==================== keypad_input_conditioner
<file path="config.mk">
export PLATFORM = sky130hd
export DESIGN_NAME = keypad_input_conditioner
export DESIGN_NICKNAME = d
export VERILOG_FILES = /design/src/rtl/keypad_input_conditioner_pkg.sv /design/src/rtl/keypad_input_conditioner_sync_2ff.sv /design/src/rtl/keypad_input_conditioner.sv
export SDC_FILE = /design/constraint.sdc
export NUM_CORES = 1
export LEC_CHECK = 0
export CAP_MARGIN = 20
export CORE_MARGIN = 4
export CORE_UTILIZATION = 30
export CTS_CLUSTER_DIAMETER = 200
export DETAILED_ROUTE_END_ITERATION = 8
export GPL_TIMING_DRIVEN = 0
export HOLD_SLACK_MARGIN = 0.1
export PLACE_DENSITY = 0.51
export SLEW_MARGIN = 20
export SYNTH_ARGS = -nofsm -noshare
export SYNTH_HDL_FRONTEND = slang
export SYNTH_SLANG_ARGS = --single-unit
</file>
<file path="constraint.sdc">
create_clock -name clock -period 7.1 [get_ports clock]
set_clock_uncertainty 0.1 [all_clocks]
set_input_delay 1.42 -clock clock [delete_from_list [all_inputs] [get_ports clock]]
set_output_delay 1.42 -clock clock [all_outputs]
set_load 0.05 [all_outputs]
</file>
<file path="src/rtl/keypad_input_conditioner_pkg.sv">
// Shared definitions for the DigiLock keypad conditioner:
// the number of digit buttons, the FSM state constants and
// a pair of small bit-pattern helpers.
package keypad_input_conditioner_pkg;

   localparam int NUM_KEYS = 10;

   localparam logic [1:0] IDLE     = 2'd0;
   localparam logic [1:0] DEBOUNCE = 2'd1;
   localparam logic [1:0] PRESSED  = 2'd2;
   localparam logic [1:0] RELEASE  = 2'd3;

   localparam logic [NUM_KEYS-1:0] KEYS_ONE = {{(NUM_KEYS-1){1'b0}}, 1'b1};

   // True when exactly one key line is set.
   function automatic logic is_one_hot(input logic [NUM_KEYS-1:0] v);
      return (v != '0) && ((v & (v - KEYS_ONE)) == '0);
   endfunction

   // True when two or more key lines are set.
   function automatic logic is_multi(input logic [NUM_KEYS-1:0] v);
      return (v & (v - KEYS_ONE)) != '0;
   endfunction

endpackage

</file>
<file path="src/rtl/keypad_input_conditioner_sync_2ff.sv">
// Two-stage synchroniser for a bundle of asynchronous input lines.
// Both stages clear to zero on reset.
module sync_2ff #(
   parameter int WIDTH = 1
) (
   input  logic             clock,
   input  logic             reset,
   input  logic [WIDTH-1:0] d,
   output logic [WIDTH-1:0] q
);

   logic [WIDTH-1:0] meta;

   // Shift the raw lines through two flops to settle metastability.
   always_ff @(posedge clock or posedge reset) begin
      if (reset) begin
         meta <= '0;
         q    <= '0;
      end else begin
         meta <= d;
         q    <= meta;
      end
   end

endmodule

</file>
<file path="src/rtl/keypad_input_conditioner.sv">
// Keypad input conditioner: synchronises the ten digit buttons,
// debounces press and release, rejects multi-key presses and
// emits a single key_valid pulse per accepted press.
module keypad_input_conditioner
   import keypad_input_conditioner_pkg::*;
#(
   parameter int DEBOUNCE_CYCLES = 4
) (
   input  logic                clock,
   input  logic                reset,
   input  logic [NUM_KEYS-1:0] raw_keys,
   output logic [NUM_KEYS-1:0] key_onehot,
   output logic                key_valid,
   output logic                multi_key,
   output logic                busy
);

   localparam int               CNT_W    = $clog2(DEBOUNCE_CYCLES);
   localparam logic [CNT_W-1:0] CNT_LAST = CNT_W'(DEBOUNCE_CYCLES - 1);

   logic [NUM_KEYS-1:0] sync_keys;
   logic [NUM_KEYS-1:0] cand;
   logic [CNT_W-1:0]    cnt;
   logic [1:0]          state;

   sync_2ff #(
      .WIDTH (NUM_KEYS)
   ) u_sync (
      .clock (clock),
      .reset (reset),
      .d     (raw_keys),
      .q     (sync_keys)
   );

   // Press/release debounce FSM; also owns the candidate key, the
   // stability counter and the key outputs. The counter saturates at
   // its last value so it can never wrap back and fake a short count.
   always_ff @(posedge clock or posedge reset) begin
      if (reset) begin
         state      <= IDLE;
         cnt        <= '0;
         cand       <= '0;
         key_onehot <= '0;
         key_valid  <= 1'b0;
      end else begin
         key_valid <= 1'b0;
         case (state)
            IDLE: begin
               if (is_one_hot(sync_keys)) begin
                  cand  <= sync_keys;
                  cnt   <= '0;
                  state <= DEBOUNCE;
               end
            end
            DEBOUNCE: begin
               if (sync_keys == cand) begin
                  if (cnt == CNT_LAST) begin
                     key_onehot <= cand;
                     key_valid  <= 1'b1;
                     state      <= PRESSED;
                  end else begin
                     cnt <= cnt + 1'b1;
                  end
               end else begin
                  cnt   <= '0;
                  state <= IDLE;
               end
            end
            PRESSED: begin
               if (sync_keys != cand) begin
                  cnt   <= '0;
                  state <= RELEASE;
               end
            end
            RELEASE: begin
               if (sync_keys == '0) begin
                  if (cnt == CNT_LAST) begin
                     key_onehot <= '0;
                     state      <= IDLE;
                  end else begin
                     cnt <= cnt + 1'b1;
                  end
               end else begin
                  cnt <= '0;
               end
            end
            default: begin
               cnt   <= '0;
               state <= IDLE;
            end
         endcase
      end
   end

   // Registered status flag: more than one synchronised key is down.
   always_ff @(posedge clock or posedge reset) begin
      if (reset) begin
         multi_key <= 1'b0;
      end else begin
         multi_key <= is_multi(sync_keys);
      end
   end

   assign busy = (state != IDLE);

endmodule

</file>
==================== led_pwm_multi
`src/rtl/led_pwm_pkg.sv`:
```
// Shared types and helpers for the multi-channel LED PWM driver.
package led_pwm_pkg;

    typedef enum logic [1:0] {
        MODE_OFF   = 2'b00,
        MODE_ON    = 2'b01,
        MODE_BLINK = 2'b10,
        MODE_PWM   = 2'b11
    } led_mode_t;

    // Blink half-period in clock cycles.
    function automatic int half_cycles(input int clk_hz, input int tick_hz);
        return clk_hz / (2 * tick_hz);
    endfunction

    // Width of the channel select field; at least one bit.
    function automatic int ch_width(input int ch);
        return (ch > 1) ? $clog2(ch) : 1;
    endfunction

endpackage

```
`src/rtl/led_pwm_multi_pulse_div.sv`:
```
// pulse_div: free-running divide-by-N counter. hit_o is high during the
// last count (cnt == N-1), so it is a one-cycle pulse every N cycles.
// With N == 1 the pulse is permanently high.
module pulse_div #(
    parameter int N = 2
) (
    input  logic clk_i,
    input  logic rst_n,
    output logic hit_o
);
    localparam int W = (N > 1) ? $clog2(N) : 1;
    localparam logic [W-1:0] LAST = W'(N - 1);

    logic [W-1:0] cnt_q;

    // Count 0..N-1 and wrap.
    always_ff @(posedge clk_i or negedge rst_n) begin
        if (!rst_n)              cnt_q <= '0;
        else if (cnt_q == LAST)  cnt_q <= '0;
        else                     cnt_q <= cnt_q + 1'b1;
    end

    assign hit_o = (cnt_q == LAST);
endmodule

```
`src/rtl/led_pwm_multi.sv`:
```
// led_pwm_multi: CH-channel LED driver (off / on / blink / PWM).
// Config writes land in per-channel shadow registers and are promoted to
// the active set at the PWM period boundary, so a channel never changes
// mode or duty mid-period.
// Optional build macro LED_PWM_BREATHE_EN: mode 10 becomes a triangle
// "breathe" dimming driven by a shared level that moves one step per
// PWM period instead of the square-wave blink.
module led_pwm_multi
    import led_pwm_pkg::*;
#(
    parameter int CLK_HZ  = 50000000,
    parameter int TICK_HZ = 1,
    parameter int CH      = 4,
    parameter int DW      = 8,
    parameter int PRESC   = 195
) (
    input  logic                      clk_i,
    input  logic                      rst_n,
    input  logic                      cfg_valid_i,
    output logic                      cfg_ready_o,
    input  logic [ch_width(CH)-1:0]   cfg_ch_i,
    input  logic [1:0]                cfg_mode_i,
    input  logic [DW-1:0]             cfg_duty_i,
    output logic [CH-1:0]             led_o,
    output logic                      tick_o,
    output logic                      pwm_wrap_o
);
    localparam int              HALF   = half_cycles(CLK_HZ, TICK_HZ);
    localparam int              CW     = ch_width(CH);
    localparam logic [CW:0]     CH_LIM = (CW + 1)'(CH);
    localparam logic [DW-1:0]   WMAX   = '1;

    logic            b_hit, step, boundary;
    logic            tick_q, wrap_q, blink_val;
    logic [DW-1:0]   wcnt_q;
    logic [CH-1:0]   pend_q, led_q;
    logic            ch_ok, xfer;
    led_mode_t       act_mode_q [CH];
    led_mode_t       shd_mode_q [CH];
    logic [DW-1:0]   act_duty_q [CH];
    logic [DW-1:0]   shd_duty_q [CH];

    pulse_div #(.N(HALF))  u_blink_div (.clk_i(clk_i), .rst_n(rst_n), .hit_o(b_hit));
    pulse_div #(.N(PRESC)) u_presc     (.clk_i(clk_i), .rst_n(rst_n), .hit_o(step));

    assign boundary = step && (wcnt_q == WMAX);

    // Tick pulse registered from the blink divider's last count.
    always_ff @(posedge clk_i or negedge rst_n) begin
        if (!rst_n) tick_q <= 1'b0;
        else        tick_q <= b_hit;
    end

    // PWM step counter and registered period-boundary pulse.
    always_ff @(posedge clk_i or negedge rst_n) begin
        if (!rst_n) begin
            wcnt_q <= '0;
            wrap_q <= 1'b0;
        end else begin
            if (step) wcnt_q <= wcnt_q + 1'b1;
            wrap_q <= boundary;
        end
    end

`ifdef LED_PWM_BREATHE_EN
    logic [DW-1:0] lvl_q;
    logic          up_q;

    // Triangle level: 0 -> max -> 0, one step per PWM period.
    always_ff @(posedge clk_i or negedge rst_n) begin
        if (!rst_n) begin
            lvl_q <= '0;
            up_q  <= 1'b1;
        end else if (boundary) begin
            if (up_q) begin
                if (lvl_q == WMAX) begin
                    lvl_q <= lvl_q - 1'b1;
                    up_q  <= 1'b0;
                end else begin
                    lvl_q <= lvl_q + 1'b1;
                end
            end else begin
                if (lvl_q == '0) begin
                    lvl_q <= lvl_q + 1'b1;
                    up_q  <= 1'b1;
                end else begin
                    lvl_q <= lvl_q - 1'b1;
                end
            end
        end
    end

    assign blink_val = (wcnt_q < lvl_q);
`else
    logic blink_q;

    // Square-wave blink state, toggled on each divider wrap.
    always_ff @(posedge clk_i or negedge rst_n) begin
        if (!rst_n)     blink_q <= 1'b0;
        else if (b_hit) blink_q <= ~blink_q;
    end

    assign blink_val = blink_q;
`endif

    // Out-of-range channels always look ready and their writes are dropped.
    assign ch_ok       = ({1'b0, cfg_ch_i} < CH_LIM);
    assign cfg_ready_o = ch_ok ? !pend_q[cfg_ch_i] : 1'b1;
    assign xfer        = cfg_valid_i && cfg_ready_o && ch_ok;

    // Shadow capture on transfer; shadow -> active promotion on boundary.
    // A channel accepting a write is never pending, so promotion and capture
    // of the same channel cannot collide; a write on the boundary cycle
    // stays pending until the next boundary.
    always_ff @(posedge clk_i or negedge rst_n) begin
        if (!rst_n) begin
            pend_q <= '0;
            for (int i = 0; i < CH; i++) begin
                act_mode_q[i] <= MODE_OFF;
                shd_mode_q[i] <= MODE_OFF;
                act_duty_q[i] <= '0;
                shd_duty_q[i] <= '0;
            end
        end else begin
            for (int i = 0; i < CH; i++) begin
                if (boundary && pend_q[i]) begin
                    act_mode_q[i] <= shd_mode_q[i];
                    act_duty_q[i] <= shd_duty_q[i];
                    pend_q[i]     <= 1'b0;
                end
                if (xfer && (CW'(i) == cfg_ch_i)) begin
                    shd_mode_q[i] <= led_mode_t'(cfg_mode_i);
                    shd_duty_q[i] <= cfg_duty_i;
                    pend_q[i]     <= 1'b1;
                end
            end
        end
    end

    // Registered per-channel LED drive from the current counter state.
    always_ff @(posedge clk_i or negedge rst_n) begin
        if (!rst_n) begin
            led_q <= '0;
        end else begin
            for (int i = 0; i < CH; i++) begin
                case (act_mode_q[i])
                    MODE_OFF:   led_q[i] <= 1'b0;
                    MODE_ON:    led_q[i] <= 1'b1;
                    MODE_BLINK: led_q[i] <= blink_val;
                    MODE_PWM:   led_q[i] <= (wcnt_q < act_duty_q[i]);
                    default:    led_q[i] <= 1'b0;
                endcase
            end
        end
    end

    assign led_o      = led_q;
    assign tick_o     = tick_q;
    assign pwm_wrap_o = wrap_q;
endmodule
```
`config.mk`:
```
export PLATFORM = sky130hd
export DESIGN_NAME = led_pwm_multi
export DESIGN_NICKNAME = d
export VERILOG_FILES = /design/src/rtl/led_pwm_pkg.sv /design/src/rtl/led_pwm_multi_pulse_div.sv /design/src/rtl/led_pwm_multi.sv
export SDC_FILE = /design/constraint.sdc
export NUM_CORES = 1
export LEC_CHECK = 0
export ABC_AREA = 1
export CAP_MARGIN = 20
export CORE_MARGIN = 3
export CORE_UTILIZATION = 63
export CTS_BUF_LIST = sky130_fd_sc_hd__clkbuf_2
export DETAILED_ROUTE_END_ITERATION = 8
export GPL_TIMING_DRIVEN = 0
export HOLD_SLACK_MARGIN = 0.02
export PLACE_DENSITY = 0.82
export SLEW_MARGIN = 20
export SYNTH_ARGS = -nofsm -noshare
export SYNTH_HDL_FRONTEND = slang
export SYNTH_SLANG_ARGS = --single-unit
```
`constraint.sdc`:
```
create_clock -name clk_i -period 2.35 [get_ports clk_i]
set_clock_uncertainty 0.1 [all_clocks]
set_input_delay 0.3525 -clock clk_i [delete_from_list [all_inputs] [get_ports clk_i]]
set_output_delay 0.3525 -clock clk_i [all_outputs]
set_load 0.01 [all_outputs]
```
==================== ext_rx_if_flat
--- src/rtl/mchan_ext_pkg.sv ---
// Shared definitions for the external-side AXI read/write adapters:
// the AR/AW issue FSM states, fixed AXI encodings and the beat count helper.
package mchan_ext_pkg;

    typedef enum logic {
        AR_IDLE  = 1'b0,
        AR_VALID = 1'b1
    } ar_state_e;

    localparam logic [2:0] AXI_SIZE_64B    = 3'd3;
    localparam logic [1:0] AXI_BURST_FIXED = 2'b00;
    localparam logic [1:0] AXI_BURST_INCR  = 2'b01;

    // Beats-minus-one for a byte range on a 64-bit bus; only length bits
    // [10:0] can reach the 8-bit AXI len, higher bits are truncated away.
    function automatic logic [7:0] calc_beats_m1(input logic [2:0]  add_lo,
                                                 input logic [10:0] len_lo);
        logic [3:0] lo_sum;
        lo_sum = {1'b0, add_lo} + {1'b0, len_lo[2:0]};
        return len_lo[10:3] + {7'd0, lo_sum[3]};
    endfunction

endpackage

--- src/rtl/ext_rx_if_if.sv ---
// AXI read-channel bundle (AR + R) between the external RX adapter and the bus.
interface ext_rx_if_if #(
    parameter int unsigned AXI_ADDR_WIDTH = 32,
    parameter int unsigned AXI_DATA_WIDTH = 64,
    parameter int unsigned AXI_USER_WIDTH = 6,
    parameter int unsigned AXI_ID_WIDTH   = 4
) ();

    logic                      ar_valid;
    logic [AXI_ADDR_WIDTH-1:0] ar_addr;
    logic [2:0]                ar_prot;
    logic [3:0]                ar_region;
    logic [7:0]                ar_len;
    logic [2:0]                ar_size;
    logic [1:0]                ar_burst;
    logic                      ar_lock;
    logic [3:0]                ar_cache;
    logic [3:0]                ar_qos;
    logic [AXI_ID_WIDTH-1:0]   ar_id;
    logic [AXI_USER_WIDTH-1:0] ar_user;
    logic                      ar_ready;

    logic                      r_valid;
    logic [AXI_DATA_WIDTH-1:0] r_data;
    logic [1:0]                r_resp;
    logic                      r_last;
    logic [AXI_ID_WIDTH-1:0]   r_id;
    logic [AXI_USER_WIDTH-1:0] r_user;
    logic                      r_ready;

    modport master (
        output ar_valid, ar_addr, ar_prot, ar_region, ar_len, ar_size,
               ar_burst, ar_lock, ar_cache, ar_qos, ar_id, ar_user,
        input  ar_ready,
        input  r_valid, r_data, r_resp, r_last, r_id, r_user,
        output r_ready
    );

    modport slave (
        input  ar_valid, ar_addr, ar_prot, ar_region, ar_len, ar_size,
               ar_burst, ar_lock, ar_cache, ar_qos, ar_id, ar_user,
        output ar_ready,
        output r_valid, r_data, r_resp, r_last, r_id, r_user,
        input  r_ready
    );

endinterface

--- src/rtl/ext_rx_if.sv ---
// External RX adapter: turns read commands into AXI AR bursts and forwards
// R beats to the channel, tracking outstanding bursts and response errors.
module ext_rx_if
    import mchan_ext_pkg::*;
#(
    parameter int unsigned AXI_ADDR_WIDTH  = 32,
    parameter int unsigned AXI_DATA_WIDTH  = 64,
    parameter int unsigned AXI_USER_WIDTH  = 6,
    parameter int unsigned AXI_ID_WIDTH    = 4,
    parameter int unsigned EXT_ADD_WIDTH   = 29,
    parameter int unsigned EXT_TID_WIDTH   = 4,
    parameter int unsigned MCHAN_LEN_WIDTH = 15,
    parameter int unsigned MAX_OUTSTANDING = 8
) (
    input  logic                       clk_i,
    input  logic                       rst_ni,

    input  logic [EXT_ADD_WIDTH-1:0]   cmd_add_i,
    input  logic [MCHAN_LEN_WIDTH-1:0] cmd_len_i,
    input  logic [EXT_TID_WIDTH-1:0]   cmd_tid_i,
    input  logic                       cmd_bst_i,
    input  logic                       cmd_req_i,
    output logic                       cmd_gnt_o,

    input  logic                       valid_tid_i,
    output logic                       release_tid_o,
    output logic [EXT_TID_WIDTH-1:0]   res_tid_o,
    output logic                       synch_req_o,

    output logic [AXI_DATA_WIDTH-1:0]  rx_data_dat_o,
    output logic                       rx_data_last_o,
    output logic [EXT_TID_WIDTH-1:0]   rx_data_tid_o,
    output logic                       rx_data_req_o,
    input  logic                       rx_data_gnt_i,

    input  logic                       err_clr_i,
    output logic                       err_o,

    ext_rx_if_if.master                axi_master
);

    localparam int unsigned OUTST_W = $clog2(MAX_OUTSTANDING + 1);
    localparam logic [OUTST_W-1:0] OUTST_MAX = OUTST_W'(MAX_OUTSTANDING);
    localparam logic [OUTST_W-1:0] OUTST_ONE = OUTST_W'(1);

    ar_state_e                 state;
    logic                      ar_valid_q;
    logic [AXI_ADDR_WIDTH-1:0] ar_addr_q;
    logic [7:0]                ar_len_q;
    logic [AXI_ID_WIDTH-1:0]   ar_id_q;
    logic [1:0]                ar_burst_q;
    logic [OUTST_W-1:0]        outstanding;
    logic                      err_q;

    logic accept;
    logic r_hs;
    logic r_last_hs;
    logic unused_inputs;

    assign accept = cmd_req_i && valid_tid_i && (outstanding < OUTST_MAX) &&
                    ((state == AR_IDLE) || axi_master.ar_ready);
    assign r_hs      = axi_master.r_valid && rx_data_gnt_i;
    assign r_last_hs = r_hs && axi_master.r_last;

    // A new accept while AR_VALID reloads the registers on the ready edge,
    // giving one AR per cycle without passing through AR_IDLE.
    always_ff @(posedge clk_i or negedge rst_ni) begin
        if (!rst_ni) begin
            state      <= AR_IDLE;
            ar_valid_q <= 1'b0;
            ar_addr_q  <= '0;
            ar_len_q   <= '0;
            ar_id_q    <= '0;
            ar_burst_q <= '0;
        end else if (accept) begin
            state      <= AR_VALID;
            ar_valid_q <= 1'b1;
            ar_addr_q  <= AXI_ADDR_WIDTH'(cmd_add_i);
            ar_len_q   <= calc_beats_m1(cmd_add_i[2:0], cmd_len_i[10:0]);
            ar_id_q    <= AXI_ID_WIDTH'(cmd_tid_i);
            ar_burst_q <= cmd_bst_i ? AXI_BURST_INCR : AXI_BURST_FIXED;
        end else if ((state == AR_VALID) && axi_master.ar_ready) begin
            state      <= AR_IDLE;
            ar_valid_q <= 1'b0;
        end
    end

    always_ff @(posedge clk_i or negedge rst_ni) begin
        if (!rst_ni) begin
            outstanding <= '0;
        end else if (accept && !r_last_hs) begin
            outstanding <= outstanding + OUTST_ONE;
        end else if (!accept && r_last_hs && (outstanding != '0)) begin
            outstanding <= outstanding - OUTST_ONE;
        end
    end

    always_ff @(posedge clk_i or negedge rst_ni) begin
        if (!rst_ni) begin
            err_q <= 1'b0;
        end else if (r_hs && axi_master.r_resp[1]) begin
            err_q <= 1'b1;
        end else if (err_clr_i) begin
            err_q <= 1'b0;
        end
    end

    assign cmd_gnt_o = accept;
    assign err_o     = err_q;

    assign axi_master.ar_valid  = ar_valid_q;
    assign axi_master.ar_addr   = ar_addr_q;
    assign axi_master.ar_len    = ar_len_q;
    assign axi_master.ar_id     = ar_id_q;
    assign axi_master.ar_burst  = ar_burst_q;
    assign axi_master.ar_size   = AXI_SIZE_64B;
    assign axi_master.ar_prot   = '0;
    assign axi_master.ar_region = '0;
    assign axi_master.ar_lock   = 1'b0;
    assign axi_master.ar_cache  = '0;
    assign axi_master.ar_qos    = '0;
    assign axi_master.ar_user   = '0;

    assign axi_master.r_ready = rx_data_gnt_i;
    assign rx_data_req_o      = axi_master.r_valid;
    assign rx_data_dat_o      = axi_master.r_data;
    assign rx_data_last_o     = axi_master.r_last;
    assign rx_data_tid_o      = EXT_TID_WIDTH'(axi_master.r_id);

    assign release_tid_o = r_last_hs;
    assign synch_req_o   = r_last_hs;
    assign res_tid_o     = EXT_TID_WIDTH'(axi_master.r_id);

    assign unused_inputs = ^{axi_master.r_user, axi_master.r_resp[0],
                             cmd_len_i[MCHAN_LEN_WIDTH-1:11]};

endmodule

--- src/flat_wrapper.sv ---
// flat-port wrapper written by rule: the top's interface ports become plain ports
module ext_rx_if_flat import mchan_ext_pkg::*;
#(
    parameter int unsigned AXI_ADDR_WIDTH  = 32,
    parameter int unsigned AXI_DATA_WIDTH  = 64,
    parameter int unsigned AXI_USER_WIDTH  = 6,
    parameter int unsigned AXI_ID_WIDTH    = 4,
    parameter int unsigned EXT_ADD_WIDTH   = 29,
    parameter int unsigned EXT_TID_WIDTH   = 4,
    parameter int unsigned MCHAN_LEN_WIDTH = 15,
    parameter int unsigned MAX_OUTSTANDING = 8
)
  (clk_i, rst_ni, cmd_add_i, cmd_len_i, cmd_tid_i, cmd_bst_i, cmd_req_i, cmd_gnt_o, valid_tid_i, release_tid_o, res_tid_o, synch_req_o, rx_data_dat_o, rx_data_last_o, rx_data_tid_o, rx_data_req_o, rx_data_gnt_i, err_clr_i, err_o, axi_master_ar_valid, axi_master_ar_addr, axi_master_ar_prot, axi_master_ar_region, axi_master_ar_len, axi_master_ar_size, axi_master_ar_burst, axi_master_ar_lock, axi_master_ar_cache, axi_master_ar_qos, axi_master_ar_id, axi_master_ar_user, axi_master_ar_ready, axi_master_r_valid, axi_master_r_data, axi_master_r_resp, axi_master_r_last, axi_master_r_id, axi_master_r_user, axi_master_r_ready);
  ext_rx_if_if #(.AXI_ADDR_WIDTH(AXI_ADDR_WIDTH), .AXI_DATA_WIDTH(AXI_DATA_WIDTH), .AXI_USER_WIDTH(AXI_USER_WIDTH), .AXI_ID_WIDTH(AXI_ID_WIDTH)) axi_master_i ();
  input  logic clk_i;
  input  logic rst_ni;
  input  logic [EXT_ADD_WIDTH-1:0] cmd_add_i;
  input  logic [MCHAN_LEN_WIDTH-1:0] cmd_len_i;
  input  logic [EXT_TID_WIDTH-1:0] cmd_tid_i;
  input  logic cmd_bst_i;
  input  logic cmd_req_i;
  output logic cmd_gnt_o;
  input  logic valid_tid_i;
  output logic release_tid_o;
  output logic [EXT_TID_WIDTH-1:0] res_tid_o;
  output logic synch_req_o;
  output logic [AXI_DATA_WIDTH-1:0] rx_data_dat_o;
  output logic rx_data_last_o;
  output logic [EXT_TID_WIDTH-1:0] rx_data_tid_o;
  output logic rx_data_req_o;
  input  logic rx_data_gnt_i;
  input  logic err_clr_i;
  output logic err_o;
  output wire logic [$bits(axi_master_i.ar_valid)-1:0] axi_master_ar_valid;
  output wire logic [$bits(axi_master_i.ar_addr)-1:0] axi_master_ar_addr;
  output wire logic [$bits(axi_master_i.ar_prot)-1:0] axi_master_ar_prot;
  output wire logic [$bits(axi_master_i.ar_region)-1:0] axi_master_ar_region;
  output wire logic [$bits(axi_master_i.ar_len)-1:0] axi_master_ar_len;
  output wire logic [$bits(axi_master_i.ar_size)-1:0] axi_master_ar_size;
  output wire logic [$bits(axi_master_i.ar_burst)-1:0] axi_master_ar_burst;
  output wire logic [$bits(axi_master_i.ar_lock)-1:0] axi_master_ar_lock;
  output wire logic [$bits(axi_master_i.ar_cache)-1:0] axi_master_ar_cache;
  output wire logic [$bits(axi_master_i.ar_qos)-1:0] axi_master_ar_qos;
  output wire logic [$bits(axi_master_i.ar_id)-1:0] axi_master_ar_id;
  output wire logic [$bits(axi_master_i.ar_user)-1:0] axi_master_ar_user;
  input wire logic [$bits(axi_master_i.ar_ready)-1:0] axi_master_ar_ready;
  input wire logic [$bits(axi_master_i.r_valid)-1:0] axi_master_r_valid;
  input wire logic [$bits(axi_master_i.r_data)-1:0] axi_master_r_data;
  input wire logic [$bits(axi_master_i.r_resp)-1:0] axi_master_r_resp;
  input wire logic [$bits(axi_master_i.r_last)-1:0] axi_master_r_last;
  input wire logic [$bits(axi_master_i.r_id)-1:0] axi_master_r_id;
  input wire logic [$bits(axi_master_i.r_user)-1:0] axi_master_r_user;
  output wire logic [$bits(axi_master_i.r_ready)-1:0] axi_master_r_ready;
  assign axi_master_ar_valid = axi_master_i.ar_valid;
  assign axi_master_ar_addr = axi_master_i.ar_addr;
  assign axi_master_ar_prot = axi_master_i.ar_prot;
  assign axi_master_ar_region = axi_master_i.ar_region;
  assign axi_master_ar_len = axi_master_i.ar_len;
  assign axi_master_ar_size = axi_master_i.ar_size;
  assign axi_master_ar_burst = axi_master_i.ar_burst;
  assign axi_master_ar_lock = axi_master_i.ar_lock;
  assign axi_master_ar_cache = axi_master_i.ar_cache;
  assign axi_master_ar_qos = axi_master_i.ar_qos;
  assign axi_master_ar_id = axi_master_i.ar_id;
  assign axi_master_ar_user = axi_master_i.ar_user;
  assign axi_master_i.ar_ready = axi_master_ar_ready;
  assign axi_master_i.r_valid = axi_master_r_valid;
  assign axi_master_i.r_data = axi_master_r_data;
  assign axi_master_i.r_resp = axi_master_r_resp;
  assign axi_master_i.r_last = axi_master_r_last;
  assign axi_master_i.r_id = axi_master_r_id;
  assign axi_master_i.r_user = axi_master_r_user;
  assign axi_master_r_ready = axi_master_i.r_ready;
  ext_rx_if #(.AXI_ADDR_WIDTH(AXI_ADDR_WIDTH), .AXI_DATA_WIDTH(AXI_DATA_WIDTH), .AXI_USER_WIDTH(AXI_USER_WIDTH), .AXI_ID_WIDTH(AXI_ID_WIDTH), .EXT_ADD_WIDTH(EXT_ADD_WIDTH), .EXT_TID_WIDTH(EXT_TID_WIDTH), .MCHAN_LEN_WIDTH(MCHAN_LEN_WIDTH), .MAX_OUTSTANDING(MAX_OUTSTANDING)) u_core (.clk_i(clk_i), .rst_ni(rst_ni), .cmd_add_i(cmd_add_i), .cmd_len_i(cmd_len_i), .cmd_tid_i(cmd_tid_i), .cmd_bst_i(cmd_bst_i), .cmd_req_i(cmd_req_i), .cmd_gnt_o(cmd_gnt_o), .valid_tid_i(valid_tid_i), .release_tid_o(release_tid_o), .res_tid_o(res_tid_o), .synch_req_o(synch_req_o), .rx_data_dat_o(rx_data_dat_o), .rx_data_last_o(rx_data_last_o), .rx_data_tid_o(rx_data_tid_o), .rx_data_req_o(rx_data_req_o), .rx_data_gnt_i(rx_data_gnt_i), .err_clr_i(err_clr_i), .err_o(err_o), .axi_master(axi_master_i));
endmodule
--- config.mk ---
export PLATFORM = sky130hd
export DESIGN_NAME = ext_rx_if_flat
export DESIGN_NICKNAME = d
export VERILOG_FILES = /design/src/rtl/mchan_ext_pkg.sv /design/src/rtl/ext_rx_if_if.sv /design/src/rtl/ext_rx_if.sv /design/src/flat_wrapper.sv
export SDC_FILE = /design/constraint.sdc
export NUM_CORES = 1
export LEC_CHECK = 0
export ABC_AREA = 1
export CAP_MARGIN = 20
export CORE_AREA = 3 3 108 110
export CTS_CLUSTER_SIZE = 20
export DETAILED_ROUTE_END_ITERATION = 6
export DIE_AREA = 0 0 111 113
export GPL_ROUTABILITY_DRIVEN = 1
export HOLD_SLACK_MARGIN = 0.08
export PLACE_DENSITY_LB_ADDON = 0.15
export SYNTH_ARGS = -nofsm -noshare
export SYNTH_HDL_FRONTEND = slang
export SYNTH_SLANG_ARGS = --single-unit
--- constraint.sdc ---
create_clock -name clk_i -period 2.24 [get_ports clk_i]
set_input_delay 0.336 -clock clk_i [delete_from_list [all_inputs] [get_ports clk_i]]
set_output_delay 0.336 -clock clk_i [all_outputs]
set_load 0.01 [all_outputs]

==> gallery <==
Met3 routing.
Scale bar: 20 um. Cells faint in the background.
shot_01.png
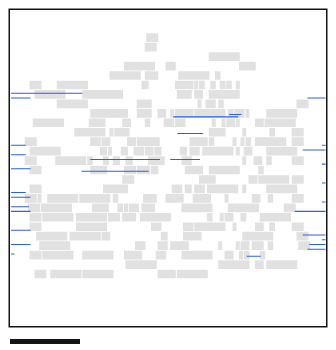
shot_02.png
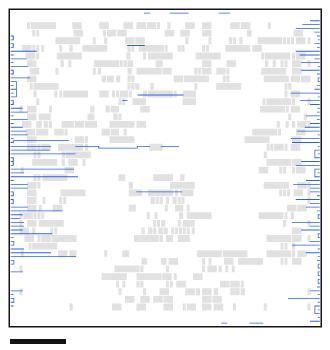
shot_03.png
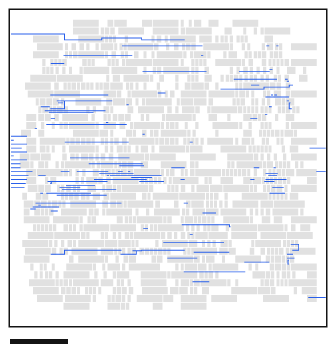
keypad_input_conditioner is shot_01.png.
ext_rx_if_flat is shot_02.png.
led_pwm_multi is shot_03.png.

Key to shot_02.png:
wire length on this layer: 700 um
nets with wire on the layer: 116
main direction: horizontal

led_pwm_multi, M4 wires:
Scale bar: 20 um.
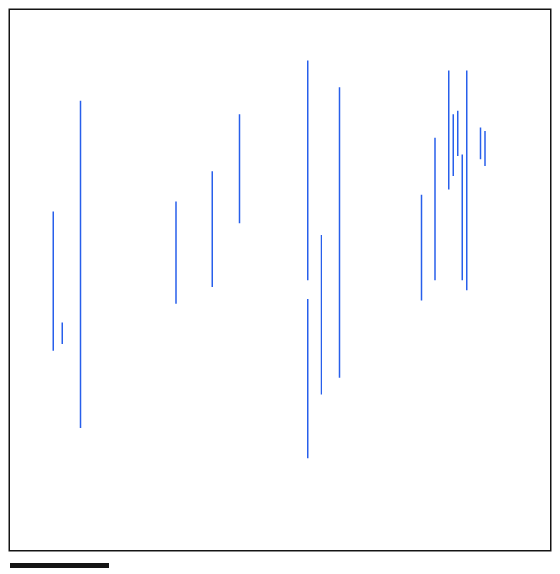
wire length on this layer: 507 um
nets with wire on the layer: 17
longest straight run: 66.0 um
share of all routed wire: 3.5%
main direction: vertical
via count: 5572
final WL: 14.3 mm

==> impl_metrics.py, led_pwm_multi <==
# Synthesis and PnR figures
metrics = {
    "global_routing": {
        "grt_pass1_wl_mm": 23.7,
        "use_met3": 0.0628,
    },
    "clocking": {
        "root_buffer": "clkbuf_2",
        "cts_num_sinks": 132,
    },
    "status": {
        "outcome": "finished, final reports clean",
    },
    "synthesis": {
        "yosys_area_um2": 6720,
        "fp_nets": 894,
        "synth_area_leader_cell": "dfrtp_1",
    },
    "worst_setup_path": {
        "r2r_start": "wcnt_q[1]",
        "cp_cell_sequence": "nand2_1 -> o21ai_2 -> nor2_4 -> buf_4 -> clkbuf_2",
        "critPathLaunchType": "register",
        "cp.required_ps": 1900,
    },
    "timing": {
        "layout_setup_ws_ps": 149,
        "tightest_slew_ps": 514,
    },
    "power": {
        "power_density_nw_per_um2": 568,
        "swShare": 0.278,
        "p_int_w": 0.00304,
    },
    "drt": {
        "firstDrtPassIters": 7,
    },
    "floorplan": {
        "taps": 136,
    },
}
led_pwm_multi: cell families (layout without fill, tap and decap cells):
kind of cell,Yosys count,count (layout),synth area share
adders and majority gates,32,32,0.0596
xor gates and xnor gates,22,22,0.0287
buffers and inverters,164,224,0.0951
DFF,132,132,0.491
AOI/OAI and AO/OA,66,66,0.0506
and+or+nand+nor,431,431,0.275
led_pwm_multi: placed cells by master (no fill, tap or decap), types with 3 or more instances in the layout:
cell | synthesis | final
nand3_1 | 35 | 35
inv_1 | 138 | 138
xnor2_1 | 10 | 10
ha_1 | 32 | 32
o21ai_1 | 42 | 40
clkdlybuf4s50_1 | 0 | 18
nor2_2 | 3 | 3
nor2_1 | 73 | 73
xor2_1 | 12 | 12
clkbuf_2 | 0 | 18
a21oi_1 | 11 | 11
clkinv_1 | 0 | 6
nand4_1 | 45 | 45
nor3_1 | 10 | 10
o21ai_0 | 9 | 9
or2_2 | 4 | 4
buf_4 | 1 | 5
buf_2 | 16 | 15
dfrtp_1 | 132 | 132
dlygate4sd3_1 | 0 | 3
clkbuf_1 | 9 | 9
o21a_1 | 4 | 4
nand2_1 | 253 | 253
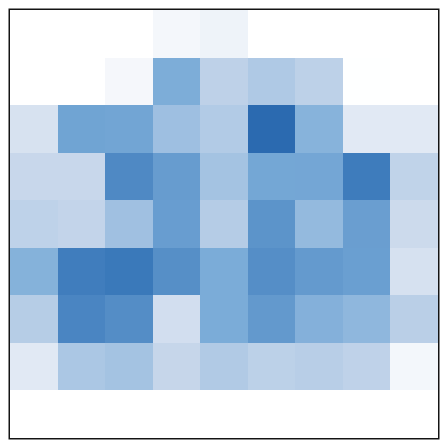
keypad_input_conditioner: cell area per tile
9 x 9 tiles, from white (low) to dark blue (high), 0 to 100% covered.
densest ninth of the die: centre
tiles over 75% full: 1.2%
emptiest ninth of the die: north-east
fullest tile: 77%
nearly empty tiles: 25%
fp_density: 0.318
Post-Route Utilization: 0.389
core area: 6490 um^2

keypad_input_conditioner, metal 1:
Scale bar: 20 um.
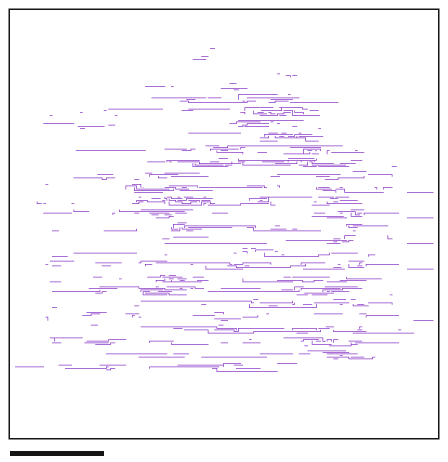
nets with wire on the layer: 176
share of all routed wire: 51%

==> impl_metrics.py, keypad_input_conditioner <==
# Synthesis and PnR figures
metrics = {
    "global_routing": {
        "grt-ovfl-total": 0,
        "grt.busiest_layer": "met2",
    },
    "placed_design": {
        "place_inst": 265,
        "dpl_cell_area_um2": 2420,
    },
    "synthesis": {
        "ys_sh_aoi": 0.154,
        "syn_inst": 163,
        "area_leaders": "dfrtp_1 (56%), mux2_4 (6.5%), o31ai_1 (4.0%)",
        "synth_stat.cells": 163,
        "synth.avg_cell_area_um2": 12.7,
    },
    "status": {
        "outcome": "finished, final reports clean",
    },
    "power": {
        "pwr-share-clk": 0.335,
        "p_comb_frac": 0.146,
    },
    "cells_and_area": {
        "drive_above_1_share": 0.209,
        "dominant_cells": "registers",
        "nClkBuffers": 5,
    },
    "floorplan": {
        "rows": 29,
        "die_w_um": 90.9,
    },
    "worst_setup_path": {
        "ff2ff_setup_slack_ps": 4480,
        "r2r_start": "u_sync.q[2]",
        "critPathLaunchType": "register",
    },
    "clocking": {
        "clk_path_buf_depth": 2,
        "cts_setup_buffers": 0,
    },
    "timing": {
        "finalMaxSlewViolations": 0,
    },
}
keypad_input_conditioner: how the worst max path moves through the flow:
stage,from,to,slack (ps),cells past startpoint
after floorplan,reset,async pin,4490,1
after global placement,reset,key_valid,3540,2
after CTS,state[0],busy,3730,3
after global routing,state[0],busy,3700,3
after detailed placement,state[0],busy,4060,3
final,state[0],busy,3760,3
keypad_input_conditioner: sequential cells by signal (all words and copies together) (netlist names), named ones only:
signal	cells
cnt	2
multi_key	1
state	1
key_onehot	10
u_sync.q	10
key_valid	1
u_sync.meta	10
cand	10
keypad_input_conditioner: routing by layer:
layer / vias up / part of all wire
met5: - / 0
met4: 0 / 0.0079
met3: 4 / 0.051
met2: 34 / 0.43
met1: 617 / 0.51
li1: 650 / -
keypad_input_conditioner: layout by cell type, fill, tap and decap left out, drive strengths merged, types with 2 or more instances in the layout:
cell,instances
a21oi,3
maj3,2
xnor2,3
or2,3
clkdlybuf4s50,24
nor4,3
nand3,2
clkbuf,13
nor2,4
clkinv,2
mux2,10
inv,3
a211oi,3
nand2,13
a2111oi,2
buf,5
o22ai,2
o31ai,11
xor2,8
o21ai,13
dfrtp,46
o211ai,2
or4,2
ext_rx_if_flat, metal 2:
Scale bar: 20 um. Cells faint in the background.
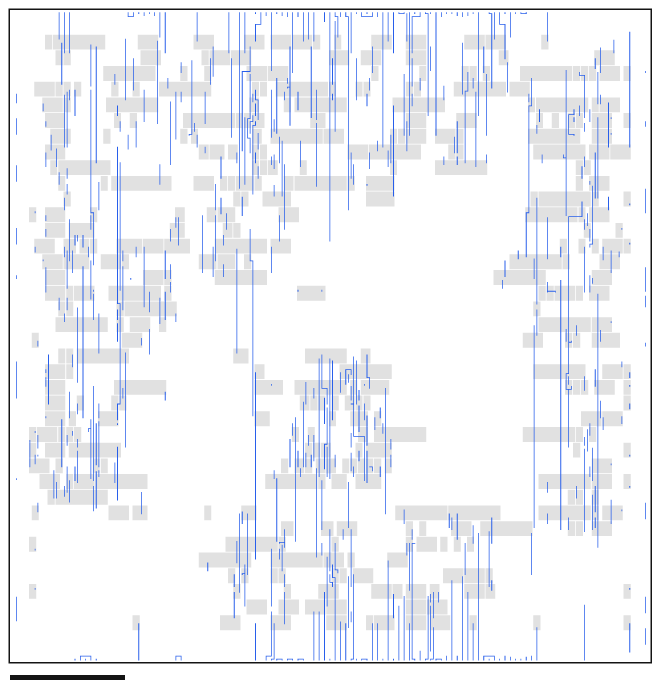
nets with wire on the layer: 393
share of all routed wire: 46%
main direction: vertical
via count: 2103
final WL: 6.16 mm

ext_rx_if_flat, routing congestion:
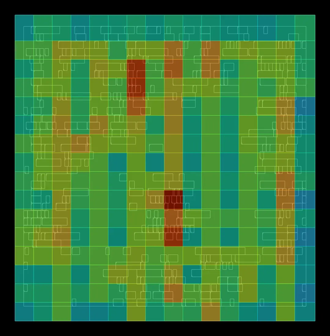
Total GRT Usage: 0.0960
busiest grt layer: met2
global-route met1 utilization: 0.109
Wirelength per Cell: 11.6 um
GR Util met2: 0.157

==> impl_metrics.py, ext_rx_if_flat <==
# Synthesis and PnR figures
metrics = {
    "worst_setup_path": {
        "path_class": "in -> out",
        "crit_family": "buffers and inverters",
        "r2r_start": "u_core.outstanding[3]",
        "crit_path_end_kind": "output port",
    },
    "timing": {
        "tightest_slew_ps": 699,
        "clock_skew_ps": 7.63,
    },
    "cells_and_area": {
        "final_core_util": 0.328,
        "regArea_um2": 1200,
        "comb_share": 0.265,
        "final_area_um2": 3540,
        "largest_reg_flops": 29,
    },
    "clocking": {
        "clk_pin_slew_ps": 100,
        "cts_made_buffers": 5,
        "clk_path_buf_depth": 2,
        "cts_hold_buf": 0,
    },
    "synthesis": {
        "synth_stat.cells": 361,
        "netlist.area_leader.share": 0.405,
    },
    "drt": {
        "highest_layer": "met4",
        "ant_nets": 0,
    },
    "floorplan": {
        "rows": 38,
    },
    "status": {
        "outcome": "finished, final reports clean",
    },
    "placed_design": {
        "port_buffers": 104,
    },
}
## ext_rx_if_flat: power groups by stage
| stage | registers (W) | logic, W | clock network [W] |
|---|---|---|---|
| 5_1_grt | 0.00153 | 0.00193 | 0.000608 |
| 2_1_floorplan | 0.00166 | 0.000788 | 0 |
| 3_5_place_dp | 0.00149 | 0.00179 | 0 |
| 3_3_place_gp | 0.00149 | 0.00176 | 0 |
| 4_1_cts | 0.00148 | 0.00179 | 0.000578 |
| 6_report | 0.00148 | 0.00174 | 0.000541 |
## ext_rx_if_flat: worst max path at each step
stage                            start                           to  cells after the start
after floorplan           cmd_add_i[2]  u_core.axi_master.ar_len[6]                     10
after global placement    cmd_add_i[2]  u_core.axi_master.ar_len[6]                     11
after detailed placement  cmd_add_i[2]  u_core.axi_master.ar_len[6]                     11
after CTS                    cmd_req_i                    cmd_gnt_o                      6
after global routing         cmd_req_i                    cmd_gnt_o                      6
final                        cmd_req_i                    cmd_gnt_o                      6

==================== imm_extend_stage
===== config.mk =====
export PLATFORM = sky130hd
export DESIGN_NAME = imm_extend_stage
export DESIGN_NICKNAME = d
export VERILOG_FILES = /design/src/rtl/imm_pkg.sv /design/src/rtl/imm_extend_comb.sv /design/src/rtl/imm_extend_stage.sv
export SDC_FILE = /design/constraint.sdc
export NUM_CORES = 1
export LEC_CHECK = 0
export ABC_AREA = 0
export CAP_MARGIN = 20
export CORE_MARGIN = 3
export CORE_UTILIZATION = 40
export CTS_BUF_LIST = sky130_fd_sc_hd__clkbuf_2
export CTS_CLUSTER_SIZE = 20
export DETAILED_ROUTE_END_ITERATION = 6
export MAX_ROUTING_LAYER = met4
export PLACE_DENSITY = 0.68
export SYNTH_ARGS = -nofsm -noshare
export SYNTH_HDL_FRONTEND = slang
export SYNTH_SLANG_ARGS = --single-unit

===== constraint.sdc =====
create_clock -name clk -period 1.65 [get_ports clk]
set_input_delay 0.33 -clock clk [delete_from_list [all_inputs] [get_ports clk]]
set_output_delay 0.33 -clock clk [all_outputs]
set_load 0.05 [all_outputs]

===== src/rtl/imm_pkg.sv =====
// Shared types and field positions for the immediate-generation stage.
package imm_pkg;

   // Immediate format select carried alongside each instruction word.
   typedef enum logic [2:0] {
      ImmIZx  = 3'd0,
      ImmISx  = 3'd1,
      ImmD    = 3'd2,
      ImmCb   = 3'd3,
      ImmB    = 3'd4,
      ImmIw   = 3'd5,
      ImmRsv6 = 3'd6,
      ImmRsv7 = 3'd7
   } imm_mode_t;

   // Field positions within the 32-bit instruction word.
   localparam int unsigned I_MSB     = 21;
   localparam int unsigned I_LSB     = 10;
   localparam int unsigned D_MSB     = 20;
   localparam int unsigned D_LSB     = 12;
   localparam int unsigned CB_MSB    = 23;
   localparam int unsigned CB_LSB    = 5;
   localparam int unsigned B_MSB     = 25;
   localparam int unsigned B_LSB     = 0;
   localparam int unsigned IW_MSB    = 20;
   localparam int unsigned IW_LSB    = 5;
   localparam int unsigned IW_HW_LSB = 21;

   localparam int unsigned I_W  = I_MSB - I_LSB + 1;
   localparam int unsigned D_W  = D_MSB - D_LSB + 1;
   localparam int unsigned CB_W = CB_MSB - CB_LSB + 1;
   localparam int unsigned B_W  = B_MSB - B_LSB + 1;
   localparam int unsigned IW_W = IW_MSB - IW_LSB + 1;

endpackage


===== src/rtl/imm_extend_comb.sv =====
// Combinational immediate extractor: instruction word + format -> extended immediate.
module imm_extend_comb
   import imm_pkg::*;
#(
   parameter int unsigned DATA_W      = 64,
   parameter bit          IW_SHIFT_EN = 1'b1
) (
   input  logic [31:0]       instr_i,
   input  imm_mode_t         mode_i,
   output logic [DATA_W-1:0] imm_o,
   output logic              err_o
);

   logic [I_W-1:0]    i_field;
   logic [D_W-1:0]    d_field;
   logic [CB_W-1:0]   cb_field;
   logic [B_W-1:0]    b_field;
   logic [IW_W-1:0]   iw_field;
   logic [1:0]        iw_hw;
   logic [5:0]        iw_shamt;
   logic [DATA_W-1:0] iw_zx;
   logic              unused_bits;

   assign i_field     = instr_i[I_MSB:I_LSB];
   assign d_field     = instr_i[D_MSB:D_LSB];
   assign cb_field    = instr_i[CB_MSB:CB_LSB];
   assign b_field     = instr_i[B_MSB:B_LSB];
   assign iw_field    = instr_i[IW_MSB:IW_LSB];
   assign iw_hw       = instr_i[IW_HW_LSB+1:IW_HW_LSB];
   assign iw_shamt    = {iw_hw, 4'b0000};
   assign iw_zx       = {{(DATA_W-IW_W){1'b0}}, iw_field};
   assign unused_bits = ^instr_i[31:26];

   // Decode format; scaling happens after extension so upper bits shift out cleanly.
   always_comb begin
      imm_o = '0;
      err_o = 1'b0;
      unique case (mode_i)
         ImmIZx: imm_o = {{(DATA_W-I_W){1'b0}}, i_field};
         ImmISx: imm_o = {{(DATA_W-I_W){i_field[I_W-1]}}, i_field};
         ImmD:   imm_o = {{(DATA_W-D_W){d_field[D_W-1]}}, d_field};
         ImmCb:  imm_o = {{(DATA_W-CB_W){cb_field[CB_W-1]}}, cb_field} << 2;
         ImmB:   imm_o = {{(DATA_W-B_W){b_field[B_W-1]}}, b_field} << 2;
         ImmIw: begin
            if (IW_SHIFT_EN) begin
               // Halfword positions beyond DATA_W shift out to zero.
               imm_o = iw_zx << iw_shamt;
            end else begin
               err_o = 1'b1;
            end
         end
         default: err_o = 1'b1;
      endcase
   end

endmodule


===== src/rtl/imm_extend_stage.sv =====
// Registered immediate-generation stage with a 2-entry skid buffer on the output.
module imm_extend_stage
   import imm_pkg::*;
#(
   parameter int unsigned DATA_W      = 64,
   parameter bit          IW_SHIFT_EN = 1'b1
) (
   input  logic              clk,
   input  logic              reset_n,
   input  logic              flush,
   input  logic              in_valid,
   output logic              in_ready,
   input  logic [31:0]       instr,
   input  logic [2:0]        mode,
   output logic              out_valid,
   input  logic              out_ready,
   output logic [DATA_W-1:0] imm_out,
   output logic              err
);

   if (DATA_W < 32 || DATA_W > 128) begin : g_bad_data_w
      $error("imm_extend_stage: DATA_W must be within 32..128");
   end

   logic [DATA_W-1:0] new_imm;
   logic              new_err;

   logic              main_valid_q, main_valid_d;
   logic [DATA_W-1:0] main_imm_q, main_imm_d;
   logic              main_err_q, main_err_d;
   logic              skid_valid_q, skid_valid_d;
   logic [DATA_W-1:0] skid_imm_q, skid_imm_d;
   logic              skid_err_q, skid_err_d;

   logic              accept;
   logic              main_free;

   imm_extend_comb #(
      .DATA_W      (DATA_W),
      .IW_SHIFT_EN (IW_SHIFT_EN)
   ) u_extend (
      .instr_i (instr),
      .mode_i  (imm_mode_t'(mode)),
      .imm_o   (new_imm),
      .err_o   (new_err)
   );

   // Ready is purely the registered skid state, so out_ready never reaches in_ready.
   assign in_ready  = !skid_valid_q;
   assign accept    = in_valid && in_ready;
   assign main_free = !main_valid_q || out_ready;

   assign out_valid = main_valid_q;
   assign imm_out   = main_imm_q;
   assign err       = main_err_q;

   // Next-state for main and skid entries; flush overrides everything.
   always_comb begin
      main_valid_d = main_valid_q;
      main_imm_d   = main_imm_q;
      main_err_d   = main_err_q;
      skid_valid_d = skid_valid_q;
      skid_imm_d   = skid_imm_q;
      skid_err_d   = skid_err_q;
      if (flush) begin
         main_valid_d = 1'b0;
         skid_valid_d = 1'b0;
      end else if (main_free) begin
         if (skid_valid_q) begin
            // in_ready is low here, so no new word competes with the skid entry.
            main_valid_d = 1'b1;
            main_imm_d   = skid_imm_q;
            main_err_d   = skid_err_q;
            skid_valid_d = 1'b0;
         end else if (accept) begin
            main_valid_d = 1'b1;
            main_imm_d   = new_imm;
            main_err_d   = new_err;
         end else begin
            main_valid_d = 1'b0;
         end
      end else if (accept) begin
         skid_valid_d = 1'b1;
         skid_imm_d   = new_imm;
         skid_err_d   = new_err;
      end
   end

   // State registers with asynchronous clear.
   always_ff @(posedge clk or negedge reset_n) begin
      if (!reset_n) begin
         main_valid_q <= 1'b0;
         main_imm_q   <= '0;
         main_err_q   <= 1'b0;
         skid_valid_q <= 1'b0;
         skid_imm_q   <= '0;
         skid_err_q   <= 1'b0;
      end else begin
         main_valid_q <= main_valid_d;
         main_imm_q   <= main_imm_d;
         main_err_q   <= main_err_d;
         skid_valid_q <= skid_valid_d;
         skid_imm_q   <= skid_imm_d;
         skid_err_q   <= skid_err_d;
      end
   end

endmodule


imm_extend_stage, routing congestion:
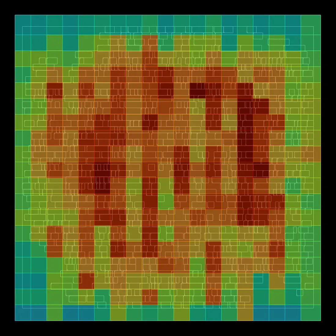
global-route met1 utilization: 0.352
busiest grt layer: met2

==> impl_metrics.py <==
# Synthesis and PnR figures
metrics = {
    "clocking": {
        "cts_max_level": 4,
        "cts_hold_buf": 1,
    },
    "timing": {
        "layout_setup_ws_ps": -160,
        "hold_viol": 0,
        "finalSetupViolations": 131,
    },
    "status": {
        "outcome": "complete, but fails checks",
        "violations": "negative setup slack",
    },
    "floorplan": {
        "taps": 211,
    },
    "synthesis": {
        "ys_seq_frac": 0.513,
        "syn_inst": 694,
        "synthAdderAreaFrac": 0,
    },
    "worst_setup_path": {
        "arrival_ps": 2450,
    },
    "cells_and_area": {
        "seq_share": 0.319,
        "dominant_cells": "registers",
    },
    "global_routing": {
        "use_met3": 0.0578,
    },
    "power": {
        "pwr-share-clk": 0.212,
        "swShare": 0.387,
        "p_seq_frac": 0.412,
    },
}
imm_extend_stage, metal 2:
Scale bar: 50 um. Cells faint in the background.
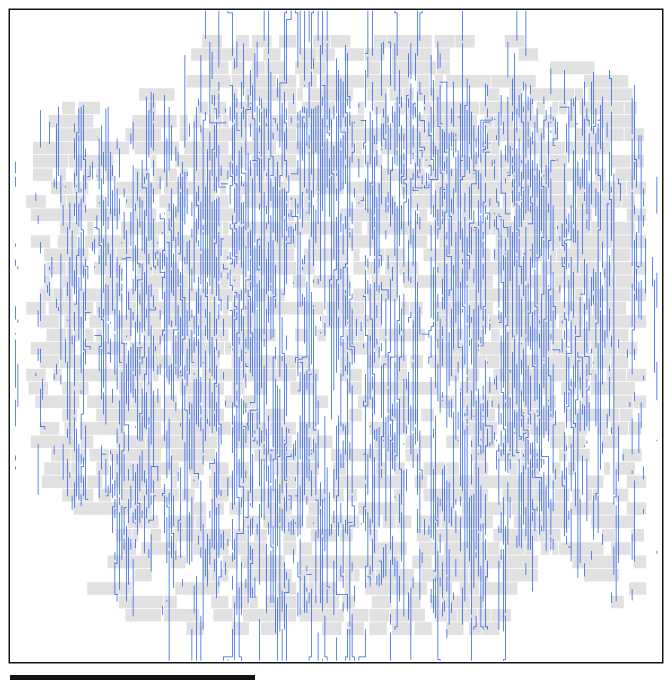
share of all routed wire: 47%
nets with wire on the layer: 879
longest straight run: 65.3 um
main direction: vertical
wire length on this layer: 13100 um

[worst register-to-register path, delay by kind of cell (launching register included)]
kind / cells / cell delay, ps
AND-OR/OR-AND: 1 / 160
buffers and inverters: 3 / 550
flip-flops: 1 / 470
AND/OR/NAND/NOR: 3 / 580
[cell usage in the layout (no fill, tap or decap), drive strengths merged, types with 4 or more instances in the layout]
cell type        n
inv              9
buf            235
a32o             9
a21oi           82
a22o            10
o31ai            4
nand3           21
nand2b           6
clkinv           8
dfrtp          132
o22ai           28
a32oi            5
a211oi          16
o211ai          20
clkdlybuf4s50   32
nor2            43
nor2b            9
nor3             4
a221oi          13
nand2           99
a2111oi          6
o21ai           81
clkbuf          38
[cells in the mapped netlist, drive strengths merged (2+ instances only)]
cell,n
clkbuf,33
nand3b,2
nand4bb,2
a32o,9
a21oi,82
a32oi,5
nor2,43
a221oi,13
a21o,3
a2111oi,6
o21ai,81
nand2b,6
and3,3
nor3b,2
dfrtp,132
o31ai,4
a211oi,16
a22oi,3
buf,36
nand3,21
o22ai,28
a22o,10
nor3,4
inv,7
nor2b,9
mux2,3
o211ai,20
nand2,99
and2,3


==> gallery <==
Metal 1.
Plate I
Scale bar: 50 um.
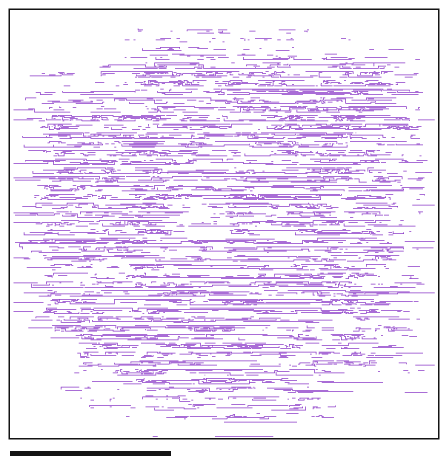
Plate II
Scale bar: 20 um.
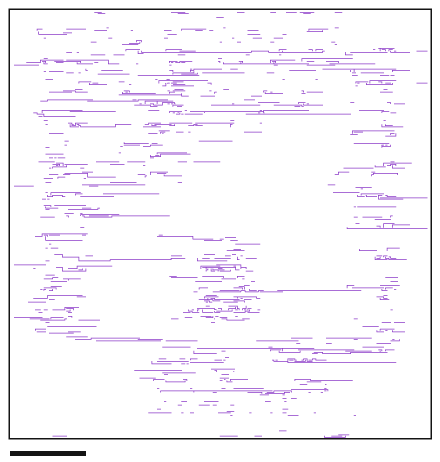
Plate III
Scale bar: 20 um.
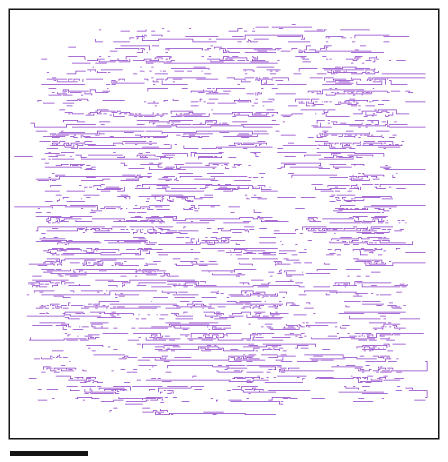
- led_pwm_multi = Plate III
- ext_rx_if_flat = Plate II
- imm_extend_stage = Plate I

Key to Plate II:
wire length on this layer: 2500 um
longest straight run: 30.8 um
share of all routed wire: 41%
nets with wire on the layer: 382
main direction: horizontal

No activity file was given, so power comes from the tool's default toggle rates.
